==================== design 1
Figure 1. Drive-strength map (design 1).
Scale bar: 20 um.
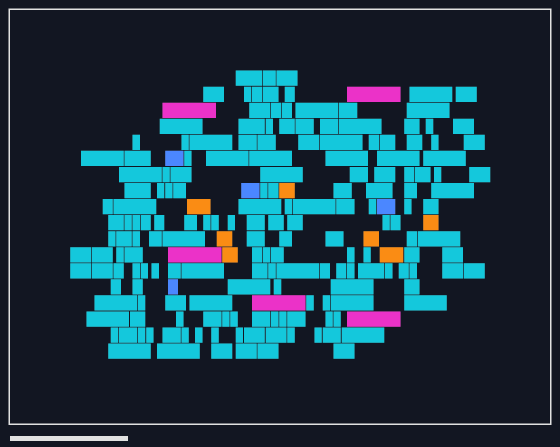

==> src/rtl/reg_bcd_converter_if.sv <==
`default_nettype none
// ============================================================================
// Module   : reg_bcd_converter_if
// Brief    : start/busy/done handshake and result bus of the BCD converter
// Revision : 1.0 - initial release
// ============================================================================
interface reg_bcd_converter_if #(
    parameter int IN_WIDTH = 8
);
    logic                start;
    logic [IN_WIDTH-1:0] bin;
    logic                busy;
    logic                done;
    logic [3:0]          tens;
    logic [3:0]          units;
    logic                overflow;

    modport master (
        output start, bin,
        input  busy, done, tens, units, overflow
    );

    modport slave (
        input  start, bin,
        output busy, done, tens, units, overflow
    );
endinterface
`default_nettype wire

==> src/rtl/reg_bcd_converter.sv <==
`default_nettype none
// ============================================================================
// Module   : reg_bcd_converter
// Brief    : iterative double-dabble binary to two-digit BCD, saturating at 99
// Revision : 1.0 - initial release
// ============================================================================
module reg_bcd_converter #(
    parameter int IN_WIDTH = 8
) (
    input  wire logic           clk,
    input  wire logic           reset,
    reg_bcd_converter_if.slave  bus
);
    localparam int                  c_CNT_W   = $clog2(IN_WIDTH);
    localparam logic [IN_WIDTH-1:0] c_MAX_BCD = IN_WIDTH'(99);
    localparam logic [c_CNT_W-1:0]  c_CNT_LD  = c_CNT_W'(IN_WIDTH - 1);

    typedef enum logic [1:0] {
        S_IDLE  = 2'd0,
        S_SHIFT = 2'd1,
        S_DONE  = 2'd2
    } state_t;

    state_t              r_state;
    logic [7:0]          r_scratch;
    logic [IN_WIDTH-1:0] r_shift;
    logic [c_CNT_W-1:0]  r_cnt;
    logic                r_ovf_flag;
    logic                r_busy;
    logic                r_done;
    logic [3:0]          r_tens;
    logic [3:0]          r_units;
    logic                r_overflow;

    logic [3:0]          w_adj_hi;
    logic [3:0]          w_adj_lo;
    logic [7:0]          w_next_scratch;
    logic [IN_WIDTH-1:0] w_next_shift;

    // Add-3 correction on each nibble, then one left shift of the whole chain
    always_comb begin
        w_adj_lo = (r_scratch[3:0] >= 4'd5) ? r_scratch[3:0] + 4'd3 : r_scratch[3:0];
        w_adj_hi = (r_scratch[7:4] >= 4'd5) ? r_scratch[7:4] + 4'd3 : r_scratch[7:4];
        {w_next_scratch, w_next_shift} = {w_adj_hi, w_adj_lo, r_shift} << 1;
    end

    always_ff @(posedge clk) begin
        if (reset) begin
            r_state    <= S_IDLE;
            r_scratch  <= 8'd0;
            r_shift    <= '0;
            r_cnt      <= '0;
            r_ovf_flag <= 1'b0;
            r_busy     <= 1'b0;
            r_done     <= 1'b0;
            r_tens     <= 4'd0;
            r_units    <= 4'd0;
            r_overflow <= 1'b0;
        end else begin
            case (r_state)
                S_IDLE: begin
                    r_done <= 1'b0;
                    if (bus.start) begin
                        r_shift    <= bus.bin;
                        r_scratch  <= 8'd0;
                        r_cnt      <= c_CNT_LD;
                        r_ovf_flag <= (bus.bin > c_MAX_BCD);
                        r_busy     <= 1'b1;
                        r_state    <= S_SHIFT;
                    end
                end
                S_SHIFT: begin
                    r_scratch <= w_next_scratch;
                    r_shift   <= w_next_shift;
                    if (r_cnt == '0) begin
                        r_state <= S_DONE;
                        r_done  <= 1'b1;
                        // Out-of-range values still run full length, then saturate
                        if (r_ovf_flag) begin
                            r_tens     <= 4'd9;
                            r_units    <= 4'd9;
                            r_overflow <= 1'b1;
                        end else begin
                            r_tens     <= w_next_scratch[7:4];
                            r_units    <= w_next_scratch[3:0];
                            r_overflow <= 1'b0;
                        end
                    end else begin
                        r_cnt <= r_cnt - 1'b1;
                    end
                end
                S_DONE: begin
                    r_done  <= 1'b0;
                    r_busy  <= 1'b0;
                    r_state <= S_IDLE;
                end
                default: begin
                    r_done  <= 1'b0;
                    r_busy  <= 1'b0;
                    r_state <= S_IDLE;
                end
            endcase
        end
    end

    assign bus.busy     = r_busy;
    assign bus.done     = r_done;
    assign bus.tens     = r_tens;
    assign bus.units    = r_units;
    assign bus.overflow = r_overflow;
endmodule
`default_nettype wire

==> src/flat_wrapper.sv <==
// flat-port wrapper written by rule: the top's interface ports become plain ports
module reg_bcd_converter_flat 
#(
    parameter int IN_WIDTH = 8
)
  (clk, reset, bus_start, bus_bin, bus_busy, bus_done, bus_tens, bus_units, bus_overflow);
  reg_bcd_converter_if #(.IN_WIDTH(IN_WIDTH)) bus_i ();
  input  wire logic clk;
  input  wire logic reset;
  input wire logic [$bits(bus_i.start)-1:0] bus_start;
  input wire logic [$bits(bus_i.bin)-1:0] bus_bin;
  output wire logic [$bits(bus_i.busy)-1:0] bus_busy;
  output wire logic [$bits(bus_i.done)-1:0] bus_done;
  output wire logic [$bits(bus_i.tens)-1:0] bus_tens;
  output wire logic [$bits(bus_i.units)-1:0] bus_units;
  output wire logic [$bits(bus_i.overflow)-1:0] bus_overflow;
  assign bus_i.start = bus_start;
  assign bus_i.bin = bus_bin;
  assign bus_busy = bus_i.busy;
  assign bus_done = bus_i.done;
  assign bus_tens = bus_i.tens;
  assign bus_units = bus_i.units;
  assign bus_overflow = bus_i.overflow;
  reg_bcd_converter #(.IN_WIDTH(IN_WIDTH)) u_core (.clk(clk), .reset(reset), .bus(bus_i));
endmodule
==> config.mk <==
export PLATFORM = sky130hd
export DESIGN_NAME = reg_bcd_converter_flat
export DESIGN_NICKNAME = d
export VERILOG_FILES = /design/src/rtl/reg_bcd_converter_if.sv /design/src/rtl/reg_bcd_converter.sv /design/src/flat_wrapper.sv
export SDC_FILE = /design/constraint.sdc
export NUM_CORES = 1
export LEC_CHECK = 0
export ABC_CLOCK_PERIOD_IN_PS = 2050
export CORE_ASPECT_RATIO = 0.7
export CORE_MARGIN = 10
export CORE_UTILIZATION = 41
export CTS_BUF_LIST = sky130_fd_sc_hd__clkbuf_16
export DETAILED_ROUTE_END_ITERATION = 10
export PLACE_DENSITY = 0.67
export RECOVER_POWER = 50
export SLEW_MARGIN = 15
export SYNTH_ARGS = -nofsm -noshare
export SYNTH_HDL_FRONTEND = slang
export SYNTH_SLANG_ARGS = --single-unit
==> constraint.sdc <==
create_clock -name clk -period 2.05 [get_ports clk]
set_input_delay 0.41 -clock clk [delete_from_list [all_inputs] [get_ports clk]]
set_output_delay 0.41 -clock clk [all_outputs]
set_load 0.03 [all_outputs]
==================== design 2
<file path="src/rtl/song_sequencer_pkg.sv">
`timescale 1ns/1ps
// song_sequencer_pkg
// Shared definitions for the song sequencer: FSM state encoding, note codes,
// song ROM geometry and entry field layout, plus two small helpers.
// An entry is packed as {note[6:3], dur[2:0]}. A duration of DUR_END marks
// the end of the song.
package song_sequencer_pkg;

  typedef enum logic [1:0] {
    S_IDLE   = 2'd0,
    S_LOAD   = 2'd1,
    S_PLAY   = 2'd2,
    S_FINISH = 2'd3
  } state_e;

  localparam int ROM_DEPTH = 32;
  localparam int ADDR_W    = 5;
  localparam int NOTE_W    = 4;
  localparam int DUR_W     = 3;
  localparam int ENTRY_W   = NOTE_W + DUR_W;
  localparam int ROM_BITS  = ROM_DEPTH * ENTRY_W;

  localparam logic [NOTE_W-1:0] NOTE_C4   = 4'd0;
  localparam logic [NOTE_W-1:0] NOTE_D    = 4'd1;
  localparam logic [NOTE_W-1:0] NOTE_E    = 4'd2;
  localparam logic [NOTE_W-1:0] NOTE_F    = 4'd3;
  localparam logic [NOTE_W-1:0] NOTE_G    = 4'd4;
  localparam logic [NOTE_W-1:0] NOTE_A    = 4'd5;
  localparam logic [NOTE_W-1:0] NOTE_B    = 4'd6;
  localparam logic [NOTE_W-1:0] NOTE_C5   = 4'd7;
  localparam logic [NOTE_W-1:0] NOTE_REST = 4'd8;

  localparam logic [DUR_W-1:0] DUR_END = 3'd0;

  // Packs one song table entry.
  function automatic logic [ENTRY_W-1:0] mkEntry(input logic [NOTE_W-1:0] note,
                                                 input logic [DUR_W-1:0]  dur);
    return {note, dur};
  endfunction

  // Fixed-priority key arbitration: the lowest-index pressed key wins,
  // REST when nothing is pressed.
  function automatic logic [NOTE_W-1:0] firstKey(input logic [7:0] keys);
    logic [NOTE_W-1:0] result;
    result = NOTE_REST;
    for (int i = 7; i >= 0; i--) begin
      if (keys[i]) result = NOTE_W'(i);
    end
    return result;
  endfunction

  // Short demo tune: E for two ticks, D for one, a rest, then the end marker.
  localparam logic [ROM_BITS-1:0] DEFAULT_SONG = {
    {(ROM_BITS - 4*ENTRY_W){1'b0}},
    mkEntry(NOTE_C4, DUR_END),
    mkEntry(NOTE_REST, 3'd1),
    mkEntry(NOTE_D, 3'd1),
    mkEntry(NOTE_E, 3'd2)
  };

endpackage

</file>
<file path="src/rtl/song_rom.sv">
`timescale 1ns/1ps
// song_rom
// 32 x 7 song table with a registered read port (one cycle of latency).
// Contents come from the SONG parameter, entry i at bits [i*7 +: 7].
// Ports:
//   clk_i  - system clock
//   addr_i - entry address (0..31)
//   data_o - entry {note, dur}, valid the cycle after addr_i is presented
module song_rom
  import song_sequencer_pkg::*;
#(
  parameter logic [ROM_BITS-1:0] SONG = DEFAULT_SONG
) (
  input  logic               clk_i,
  input  logic [ADDR_W-1:0]  addr_i,
  output logic [ENTRY_W-1:0] data_o
);

  logic [ENTRY_W-1:0] data_q;

  // Synchronous read; no reset needed since the data is only consumed in
  // LOAD, which always follows a cycle with a valid address.
  always_ff @(posedge clk_i) begin
    data_q <= SONG[int'(addr_i) * ENTRY_W +: ENTRY_W];
  end

  assign data_o = data_q;

endmodule

</file>
<file path="src/rtl/song_sequencer.sv">
`timescale 1ns/1ps
// song_sequencer
// Plays a tune from the song ROM on a square-wave speaker output, or acts
// as a simple piano (lowest pressed key wins) while idle.
// Ports:
//   CLK          - system clock
//   RESET        - asynchronous active-high reset
//   NOTE_CLK     - square waves per note, bit0=C4 .. bit7=C5
//   QUARTER_BEAT - tempo toggle; each edge is one tick
//   KEYS         - piano keys, active-high, same order as NOTE_CLK
//   PLAY         - start request, acts on its rising edge in IDLE
//   STOP         - abort request, forces IDLE while high
//   SPEAKER      - registered audio output
//   NOTE_IDX     - current note 0..7, 8 for REST
//   PLAYING      - high in LOAD and PLAY
//   SONG_POS     - current ROM address
//   DONE         - one-cycle pulse when the song ends normally
module song_sequencer
  import song_sequencer_pkg::*;
#(
  parameter logic [ROM_BITS-1:0] SONG = DEFAULT_SONG
) (
  input  logic              CLK,
  input  logic              RESET,
  input  logic [7:0]        NOTE_CLK,
  input  logic              QUARTER_BEAT,
  input  logic [7:0]        KEYS,
  input  logic              PLAY,
  input  logic              STOP,
  output logic              SPEAKER,
  output logic [NOTE_W-1:0] NOTE_IDX,
  output logic              PLAYING,
  output logic [ADDR_W-1:0] SONG_POS,
  output logic              DONE
);

  localparam logic [ADDR_W-1:0] LAST_POS = ADDR_W'(ROM_DEPTH - 1);

  state_e             state_q, state_d;
  logic [ADDR_W-1:0]  songPos_q, songPos_d;
  logic [DUR_W-1:0]   remain_q, remain_d;
  logic [NOTE_W-1:0]  note_q, note_d;
  logic               qbPrev_q, playPrev_q, speaker_q;
  logic               tick, playRise;
  logic [ENTRY_W-1:0] romData;
  logic [NOTE_W-1:0]  romNote, noteIdx;
  logic [DUR_W-1:0]   romDur;

  assign tick     = QUARTER_BEAT ^ qbPrev_q;
  assign playRise = PLAY & ~playPrev_q;
  assign romNote  = romData[ENTRY_W-1:DUR_W];
  assign romDur   = romData[DUR_W-1:0];

  // The ROM is addressed with the next position so its registered output
  // already holds the new entry by the time the FSM sits in LOAD.
  song_rom #(.SONG(SONG)) u_rom (
    .clk_i  (CLK),
    .addr_i (songPos_d),
    .data_o (romData)
  );

  // State and datapath registers, plus the tempo/PLAY edge history and
  // the speaker output flop.
  always_ff @(posedge CLK or posedge RESET) begin
    if (RESET) begin
      state_q    <= S_IDLE;
      songPos_q  <= '0;
      remain_q   <= '0;
      note_q     <= NOTE_REST;
      qbPrev_q   <= 1'b0;
      playPrev_q <= 1'b0;
      speaker_q  <= 1'b0;
    end else begin
      state_q    <= state_d;
      songPos_q  <= songPos_d;
      remain_q   <= remain_d;
      note_q     <= note_d;
      qbPrev_q   <= QUARTER_BEAT;
      playPrev_q <= PLAY;
      speaker_q  <= ~noteIdx[3] & NOTE_CLK[noteIdx[2:0]];
    end
  end

  // Next-state logic. STOP overrides everything, including a PLAY edge or
  // a tick arriving in the same cycle.
  always_comb begin
    state_d   = state_q;
    songPos_d = songPos_q;
    remain_d  = remain_q;
    note_d    = note_q;
    if (STOP) begin
      state_d   = S_IDLE;
      songPos_d = '0;
    end else begin
      case (state_q)
        S_IDLE: begin
          if (playRise) begin
            state_d   = S_LOAD;
            songPos_d = '0;
          end
        end
        S_LOAD: begin
          if (romDur == DUR_END) begin
            state_d = S_FINISH;
          end else begin
            remain_d = romDur;
            note_d   = romNote;
            state_d  = S_PLAY;
          end
        end
        S_PLAY: begin
          if (tick) begin
            remain_d = remain_q - 1'b1;
            if (remain_q == 3'd1) begin
              if (songPos_q == LAST_POS) begin
                state_d = S_FINISH;
              end else begin
                state_d   = S_LOAD;
                songPos_d = songPos_q + 1'b1;
              end
            end
          end
        end
        S_FINISH: begin
          state_d   = S_IDLE;
          songPos_d = '0;
        end
        default: begin
          state_d   = S_IDLE;
          songPos_d = '0;
        end
      endcase
    end
  end

  // Output decode. In IDLE the keys pick the note; during a song only the
  // latched ROM note sounds, and LOAD/FINISH are silent.
  always_comb begin
    PLAYING = 1'b0;
    DONE    = 1'b0;
    noteIdx = NOTE_REST;
    case (state_q)
      S_IDLE:   noteIdx = firstKey(KEYS);
      S_LOAD:   PLAYING = 1'b1;
      S_PLAY: begin
        PLAYING = 1'b1;
        noteIdx = note_q;
      end
      S_FINISH: DONE = 1'b1;
      default:  noteIdx = NOTE_REST;
    endcase
  end

  assign NOTE_IDX = noteIdx;
  assign SPEAKER  = speaker_q;
  assign SONG_POS = songPos_q;

endmodule

</file>
<file path="config.mk">
export PLATFORM = sky130hd
export DESIGN_NAME = song_sequencer
export DESIGN_NICKNAME = d
export VERILOG_FILES = /design/src/rtl/song_sequencer_pkg.sv /design/src/rtl/song_rom.sv /design/src/rtl/song_sequencer.sv
export SDC_FILE = /design/constraint.sdc
export NUM_CORES = 1
export LEC_CHECK = 0
export CORE_ASPECT_RATIO = 1.75
export CORE_MARGIN = 2
export CORE_UTILIZATION = 35
export CTS_CLUSTER_SIZE = 16
export DETAILED_ROUTE_END_ITERATION = 10
export GPL_ROUTABILITY_DRIVEN = 0
export PLACE_DENSITY = 0.56
export SLEW_MARGIN = 15
export SYNTH_ARGS = -nofsm -noshare
export SYNTH_HDL_FRONTEND = slang
export SYNTH_SLANG_ARGS = --single-unit
</file>
<file path="constraint.sdc">
create_clock -name CLK -period 3.5 [get_ports CLK]
set_input_delay 0.525 -clock CLK [delete_from_list [all_inputs] [get_ports CLK]]
set_output_delay 0.525 -clock CLK [all_outputs]
set_load 0.02 [all_outputs]
</file>
==================== design 3
<file path="src/rtl/seq_restoring_divider_pkg.sv">
// div_pkg: shared FSM state type and default widths for the restoring divider.
package div_pkg;
    typedef enum logic [1:0] {IDLE, RUN, DONE} state_t;
    localparam int DW_DEF = 8;
    localparam int VW_DEF = 4;
    localparam int CW_DEF = $clog2(DW_DEF);
endpackage

</file>
<file path="src/rtl/seq_restoring_divider_if.sv">
// seq_restoring_divider_if: start/busy/done handshake and operand/result bus.
interface seq_restoring_divider_if #(
    parameter int DW = 8,
    parameter int VW = 4
);
    logic          start;
    logic [DW-1:0] dividend;
    logic [VW-1:0] divisor;
    logic          busy;
    logic          done;
    logic [DW-1:0] quotient;
    logic [VW-1:0] remainder;
    logic          div_by_zero;
    modport master (
        output start, dividend, divisor,
        input  busy, done, quotient, remainder, div_by_zero
    );
    modport slave (
        input  start, dividend, divisor,
        output busy, done, quotient, remainder, div_by_zero
    );
endinterface

</file>
<file path="src/rtl/seq_restoring_divider_div_step.sv">
// div_step: one restoring-division step, shifting in a dividend bit and trial-subtracting the divisor.
module div_step #(
    parameter int VW = 4
) (
    input  logic [VW-1:0] rem,
    input  logic          din,
    input  logic [VW-1:0] divisor,
    output logic [VW-1:0] rem_nx,
    output logic          q_bit
);
    // One extra bit so the shifted partial never overflows before the compare
    logic [VW:0] partial, diff;
    always_comb begin
        partial = {rem, din};
        diff    = partial - {1'b0, divisor};
        q_bit   = partial >= {1'b0, divisor};
        rem_nx  = q_bit ? diff[VW-1:0] : partial[VW-1:0];
    end
endmodule

</file>
<file path="src/rtl/seq_restoring_divider.sv">
// seq_restoring_divider: unsigned restoring divider producing one quotient bit per clock.
module seq_restoring_divider
    import div_pkg::*;
#(
    parameter int DW = DW_DEF,
    parameter int VW = VW_DEF
) (
    input logic                   clk,
    input logic                   rst,
    seq_restoring_divider_if.slave bus
);
    localparam int CW = $clog2(DW);
    state_t        state, state_nx;
    logic [CW-1:0] cnt;
    logic [DW-1:0] dvd, quo;
    logic [VW-1:0] dvs, rem, rem_nx;
    logic          q_bit, dbz, accept, zero_div;
    assign accept   = bus.start && state != RUN;
    assign zero_div = bus.divisor == '0;
    always_ff @(posedge clk or posedge rst) begin
        if (rst) state <= IDLE;
        else     state <= state_nx;
    end
    always_comb begin
        state_nx = IDLE;
        if (accept)            state_nx = zero_div ? DONE : RUN;
        else if (state == RUN) state_nx = cnt == '0 ? DONE : RUN;
        bus.busy = state == RUN;
        bus.done = state == DONE;
    end
    // A zero divisor skips iteration and reports the all-ones quotient directly
    always_ff @(posedge clk or posedge rst) begin
        if (rst) begin
            cnt <= '0;
            dvd <= '0;
            dvs <= '0;
            quo <= '0;
            rem <= '0;
            dbz <= 1'b0;
        end else if (accept) begin
            cnt <= CW'(DW - 1);
            dvd <= bus.dividend;
            dvs <= bus.divisor;
            quo <= {DW{zero_div}};
            rem <= '0;
            dbz <= zero_div;
        end else if (state == RUN) begin
            cnt <= cnt - CW'(1);
            dvd <= {dvd[DW-2:0], 1'b0};
            quo <= {quo[DW-2:0], q_bit};
            rem <= rem_nx;
        end
    end
    div_step #(.VW(VW)) u_step (
        .rem     (rem),
        .din     (dvd[DW-1]),
        .divisor (dvs),
        .rem_nx  (rem_nx),
        .q_bit   (q_bit)
    );
    assign bus.quotient    = quo;
    assign bus.remainder   = rem;
    assign bus.div_by_zero = dbz;
endmodule

</file>
<file path="src/flat_wrapper.sv">
// flat-port wrapper written by rule: the top's interface ports become plain ports
module seq_restoring_divider_flat import div_pkg::*;
#(
    parameter int DW = DW_DEF,
    parameter int VW = VW_DEF
)
  (clk, rst, bus_start, bus_dividend, bus_divisor, bus_busy, bus_done, bus_quotient, bus_remainder, bus_div_by_zero);
  seq_restoring_divider_if #(.DW(DW), .VW(VW)) bus_i ();
  input logic clk;
  input logic rst;
  input wire logic [$bits(bus_i.start)-1:0] bus_start;
  input wire logic [$bits(bus_i.dividend)-1:0] bus_dividend;
  input wire logic [$bits(bus_i.divisor)-1:0] bus_divisor;
  output wire logic [$bits(bus_i.busy)-1:0] bus_busy;
  output wire logic [$bits(bus_i.done)-1:0] bus_done;
  output wire logic [$bits(bus_i.quotient)-1:0] bus_quotient;
  output wire logic [$bits(bus_i.remainder)-1:0] bus_remainder;
  output wire logic [$bits(bus_i.div_by_zero)-1:0] bus_div_by_zero;
  assign bus_i.start = bus_start;
  assign bus_i.dividend = bus_dividend;
  assign bus_i.divisor = bus_divisor;
  assign bus_busy = bus_i.busy;
  assign bus_done = bus_i.done;
  assign bus_quotient = bus_i.quotient;
  assign bus_remainder = bus_i.remainder;
  assign bus_div_by_zero = bus_i.div_by_zero;
  seq_restoring_divider #(.DW(DW), .VW(VW)) u_core (.clk(clk), .rst(rst), .bus(bus_i));
endmodule
</file>
<file path="config.mk">
export PLATFORM = sky130hd
export DESIGN_NAME = seq_restoring_divider_flat
export DESIGN_NICKNAME = d
export VERILOG_FILES = /design/src/rtl/seq_restoring_divider_pkg.sv /design/src/rtl/seq_restoring_divider_if.sv /design/src/rtl/seq_restoring_divider_div_step.sv /design/src/rtl/seq_restoring_divider.sv /design/src/flat_wrapper.sv
export SDC_FILE = /design/constraint.sdc
export NUM_CORES = 1
export LEC_CHECK = 0
export ABC_AREA = 1
export CORE_UTILIZATION = 45
export DETAILED_ROUTE_END_ITERATION = 10
export MAX_ROUTING_LAYER = met4
export PLACE_DENSITY_LB_ADDON = 0.1
export REMOVE_ABC_BUFFERS = 1
export SLEW_MARGIN = 5
export SYNTH_ARGS = -nofsm -noshare
export SYNTH_HDL_FRONTEND = slang
export SYNTH_SLANG_ARGS = --single-unit
</file>
<file path="constraint.sdc">
create_clock -name clk -period 2.35 [get_ports clk]
set_clock_uncertainty 0.2 [all_clocks]
set_input_delay 0.3525 -clock clk [delete_from_list [all_inputs] [get_ports clk]]
set_output_delay 0.3525 -clock clk [all_outputs]
set_load 0.01 [all_outputs]
</file>
Figure 2. Sequential cells grouped by signal name (design 2).
Scale bar: 20 um. Other sequential cells in the stronger grey, the rest of the logic in the fainter grey.
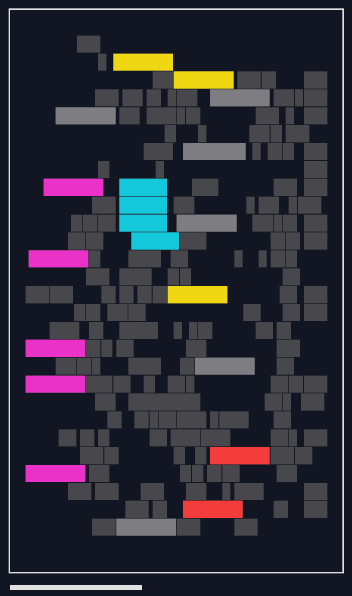
signal	colour	flops
state_q	red	2
remain_q	yellow	3
SONG_POS	magenta	5
u_rom.data_o	cyan	4
not coloured	6
post-layout util: 48.97%
Power Sequential: 277 uW
flop share of the area: 27.11%
register area: 481.7 um2

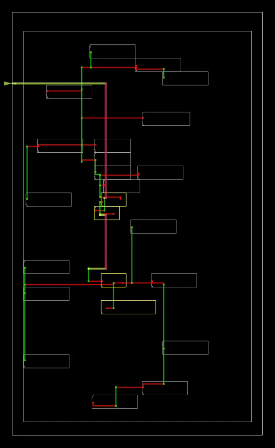
Figure 3: design 2, clock nets.
CTS Sinks: 20
sequential cell count: 20
clk pwr: 233 uW
Layout Skew: 0.001437 ns

==> flow_summary.yaml, design 2 <==
# synthesis and place-and-route metrics
floorplan:
  die_h_um: 85.44
  nWellTaps: 46
  fp_util_pct: 36.55
final_layout:
  area_growth_pct: 33.96
  buf_share_pct: 18.87
  clock_area_share_pct: 4.014
  dominant_cells: "combinational gates"
final_timing:
  rsz0062_at_grt: "false"
  hold_viol_final: 0
  slew_headroom_pct: 56.42
yosys:
  flop_cell: "dfrtp_1"
  compound_area_share_pct: 24.81
  fa_ha_area_share_pct: 7.547
worst_setup_path:
  cp.required_ns: 2.97
  worstRegToRegCells: 7
  cp.arrival_ns: 2.65
  slowest_stage: "clkdlybuf4s50_1"
  r2r-end: "u_rom.data_o[3]$_SDFF_PP0_"
pwr:
  p_leak_uw: 0.0007319
  p_comb_share_pct: 44.5
  irDropWorstVdd_v: 0.0002406
detailed_routing:
  viasPerCell: 5.554
  drtIter0Drc: 24
  wl_per_cell_um: 16.38
job:
  warning_count: 31
global_routing:
  grtUsageMet1_pct: 17.41
  grt.busiest_layer: "met2"
  grt_pass1_wl_um: 5809
  grtUsageTotal_pct: 17.67
  grt_pass1_vias: 1271
run_status:
  status: "complete, no violations"
clocking:
  clock-root-buffer: "clkbuf_8"
[design 2: power by group through the flow]
stage	logic, uW	clock network, uW	registers (uW)
after floorplan	257	0	285
after global placement	411	0	280
after detailed placement	413	0	282
after CTS	416	238	277
after global routing	456	246	280
final	408	233	277
[design 2: sequential cells by signal, summed over array words and instances, names as in the netlist]
name and count:
SONG_POS 5, u_rom.data_o 4, note_q 3, remain_q 3, state_q 2, SPEAKER 1, playPrev_q 1, qbPrev_q 1
[design 2: worst register-to-register path: cells and delay by family (launching register included)]
family,cells,cell delay [ns]
buf+inv,1,0.14
simple gates,5,1.28
flops,1,0.42
fa+ha+maj,1,0.38
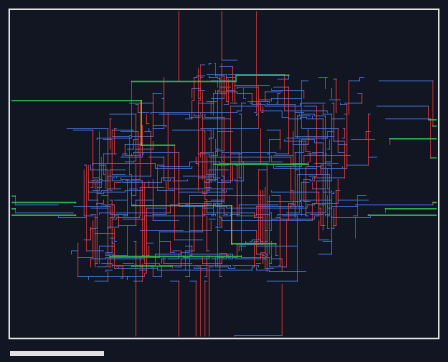
Figure 4: design 1, signal wires by layer.
Scale bar: 20 um.
layer	colour	wire length
met1	blue	1570 um
met2	red	1660 um
met4	orange	17.7 um
met3	green	225 um

## Picture notes: Figure 1
size	colour	cells	share	most used
drive 3 to 4	orange	7	3.6%	buf_4
drive 2	blue	4	2.1%	a31o_2
drive 6 and up	magenta	5	2.6%	clkbuf_16
drive 1 or less	cyan	177	92%	dfxtp_1

==> flow_summary.yaml, design 1 <==
# synthesis and place-and-route metrics
run_status:
  status: "complete, no violations"
placement:
  placed_cell_area_um2: 1747
  routabilityCongestion: 0.8058
  hpwlAfterDp_um: 2686
  io_buffers: 21
worst_setup_path:
  reg2reg_slack_ns: 0.34
  startpoint: "u_core.r_state[1]$_SDFFE_PP0P_"
  worst-path-buf-inv: 1
  path_depth: 5
  crit_type: "flip-flop to flip-flop"
  end_kind: "flip-flop"
  worstRegToRegCells: 5
  cp-start-kind: "flip-flop"
  slowest_stage: "clkbuf_1"
  cp.arrival_ns: 1.88
  cp.required_ns: 2.22
final_layout:
  seq_cell_count: 33
  mostFrequentLayoutCells: "33 x dfxtp_1, 27 x nor2_1, 19 x clkdlybuf4s50_1"
  buf_share_pct: 13.43
  final_nets: 209
  seqCellArea_um2: 660.6
  sh_seq_area_pct: 35.27
  buffers_excl_clock: 27
  clock_area_share_pct: 7.348
  nMultiInputCombCells: 118
  comb_area_um2: 734.5
  nClkBuffers: 5
  num-nonclk-inverters: 7
pwr:
  top_power_group: "registers"
  power_frac_clock_pct: 41.9
  powerSeq_uw: 718
  intPower_uw: 1230
  irDropWorstVdd_v: 0.0004703
  powerClk_uw: 699
  p_comb_share_pct: 15.1
  p_leak_uw: 0.0007190
  pg_comb_uw: 251
  swShare_pct: 26.25
  pwr-share-seq_pct: 43.0
yosys:
  ys_cells: 165
  syn_area_um2: 1466
  ys_ff: 33
  ys_seq_share_pct: 45.05
  top_cells_by_area: "dfxtp_1 45%, nor2_1 6.9%, ha_1 5.1%, nand2_1 4.4%, a311oi_1 3.6%"
  syn_nets: 182
  synth_async_sr_flop_share_pct: 0
  compound_area_share_pct: 18.52
  synth_top_area_share_pct: 45.05
  netlist_logic_family_top: "simple AND/OR/NAND/NOR gates"
  ys_warn_count: 0
floorplan:
  die_h_um: 70.04
  nWellTaps: 50
  dieArea_um2: 6407
final_timing:
  hold_ws_ns: 0.4603
  worstMarginPinSlew_ns: 0.4838
  finalCritPeriodShare_pct: 83.57
  hold_viol_final: 0
hold_path:
  hp-class: "flip-flop to flip-flop"
  hold_depth: 2
detailed_routing:
  ant_nets: 0
  wl_per_cell_um: 14.28
clocking:
  numCtsBuffers: 5
  clock_latency_ns: 0.28
  clock-root-buffer: "clkbuf_16"
  clk_pin_slew_worst_paths_ns: 0.05
  cts.sinks: 33
global_routing:
  antenna_found_initial: 0
  grtUsageTotal_pct: 11.65
  grt_pass1_vias: 1267
-- design 1: metal layers --
metal / GRT usage [%] / part of all wire, %
met3: 5.550 / 6.5
met4: 5.719 / 0.49
met2: 18.25 / 48
met5: 0 / 0
met1: 12.98 / 45
-- design 1: cells by family (layout without fill, tap and decap cells) --
kind of cell | count (synthesis) | in the layout
muxes | 3 | 3
and+or+nand+nor | 70 | 70
adders and majority gates | 6 | 6
AOI/OAI and AO/OA | 37 | 37
xor gates and xnor gates | 2 | 2
DFF | 33 | 33
buffers and inverters | 14 | 42
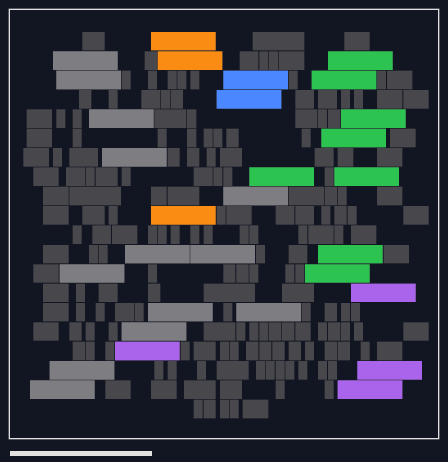
Figure 5: design 3, sequential cells grouped by signal name.
Scale bar: 20 um. Other sequential cells in the stronger grey, the rest of the logic in the fainter grey.
signal	colour	flops
u_core.bus.quotient	green	8
u_core.cnt	orange	3
u_core.bus.remainder	purple	4
u_core.state	blue	2

==> flow_summary.yaml, design 3 <==
# synthesis and place-and-route metrics
yosys:
  netlist_logic_family_top: "simple AND/OR/NAND/NOR gates"
  common_cells: "55 x nand2_1, 30 x dfrtp_1, 27 x inv_1"
  flop_cell: "dfrtp_1"
  ys_chip_area_um2: 1521
  ys_types: 24
  top_cells_by_area: "dfrtp_1 49%, nand2_1 14%, inv_1 6.7%, ha_1 4.9%, nand3_1 4.9%"
  synth_async_sr_flop_share_pct: 100.0
  edf_count: 0
  syn_area_um2: 1521
  ys_sh_simple_pct: 24.59
  ys_sh_mux_pct: 0
  synth_top_area_share_pct: 49.34
worst_setup_path:
  cp.arrival_ns: 1.54
  r2r-end: "u_core.bus.quotient[0]$_DFFE_PP0P_"
  startpoint: "u_core.state[1]$_DFF_PP0_"
  slowest_delay_ns: 0.56
  cp.required_ns: 1.80
  cp-start-kind: "flip-flop"
  path_cells: "nor2_8 > clkdlybuf4s50_1"
  worstSetupEndpoint: "bus_busy"
  end_kind: "output port"
clocking:
  clk_pin_slew_worst_paths_ns: 0.09
  clock_latency_ns: 0.32
  post_cts_buffers: 0
  postCtsResizedCells: 0
  cts_tree: "done"
  cts.sinks: 30
  clock_path_buffers: 2
floorplan:
  die_w_um: 60.15
  dieArea_um2: 3617
  rows: 20
  fp_util_pct: 48.64
  ios: 30
global_routing:
  grt_pass1_wl_um: 5181
  overflow: 0
  grt_pass1_vias: 1199
  met2_usage_pct: 33.44
  grtUsageMet1_pct: 23.52
final_timing:
  layout_min_cycle_time_ns: 2.092
  fmax_mhz: 478.0
  rsz0062_at_grt: "false"
  drv_slew: 0
  hold_ws_ns: 0.2068
detailed_routing:
  ant_nets: 0
  num_vias: 1245
  viasPerCell: 4.921
  drc: 0
  first_pass_iters: 4
placement:
  dp.cells: 245
  dp_slack_ns: 0.4584
  hpwlAfterDp_um: 2241
  io_buffers: 29
pwr:
  irDropWorstVdd_v: 0.0005218
  powerSeq_uw: 881
  power_density_nw_per_um2: 1371
  top_power_group: "combinational cells"
  intPower_uw: 1509
  power_uw: 2614
final_layout:
  drive_gt1_share_pct: 9.091
  mostFrequentLayoutCells: "55 x nand2_1, 30 x dfrtp_1, 29 x clkdlybuf4s50_1"
  area_growth_pct: 25.33
  fin_util_pct: 60.96
  final_area_um2: 1907
  nFillCells: 301
run_status:
  status: "complete, no violations"
job:
  maxCapViolations: 0
hold_path:
  hp-class: "input pin to async pin"
-- design 3: layout make-up --
class	count	area, um2	share of cell area [%]
Clock buffer	7	55.05	2.887
Timing Repair Buffer	31	305.3	16.01
Sequential cell	30	750.7	39.37
Multi-Input combinational cell	110	620.6	32.55
Inverter	30	115.1	6.037
Clock inverter	1	5.005	0.2625
Tap cell	44	55.05	2.887
-- design 3: routing by layer --
metal | vias up | routed length (um)
met3 | 7 | 158
met5 | - | 0
li1 | 621 | -
met2 | 35 | 1412
met1 | 582 | 1367
met4 | 0 | 50

==> screenshots <==
Wires at chosen ports, followed through buffers.
image #1
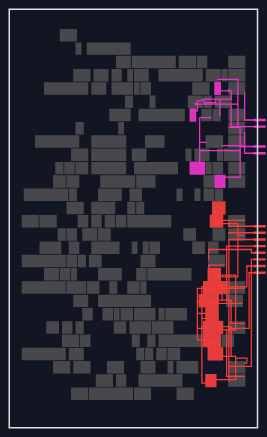
image #2
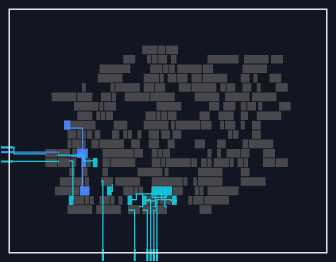
image #3
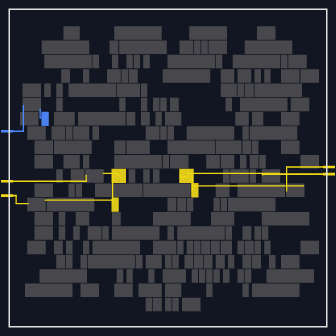
Image #2 is design 1.
Image #3 is design 3.
Image #1 is design 2.

Key to image #2:
port	colour	bits	direction	edge	end cells	buffers	wire
bus_start	blue	1	input	west	4	1	43.1 um
bus_bin	cyan	8	input	6 south, 2 west	9	8	191 um


Power and IR drop assume default switching activity.
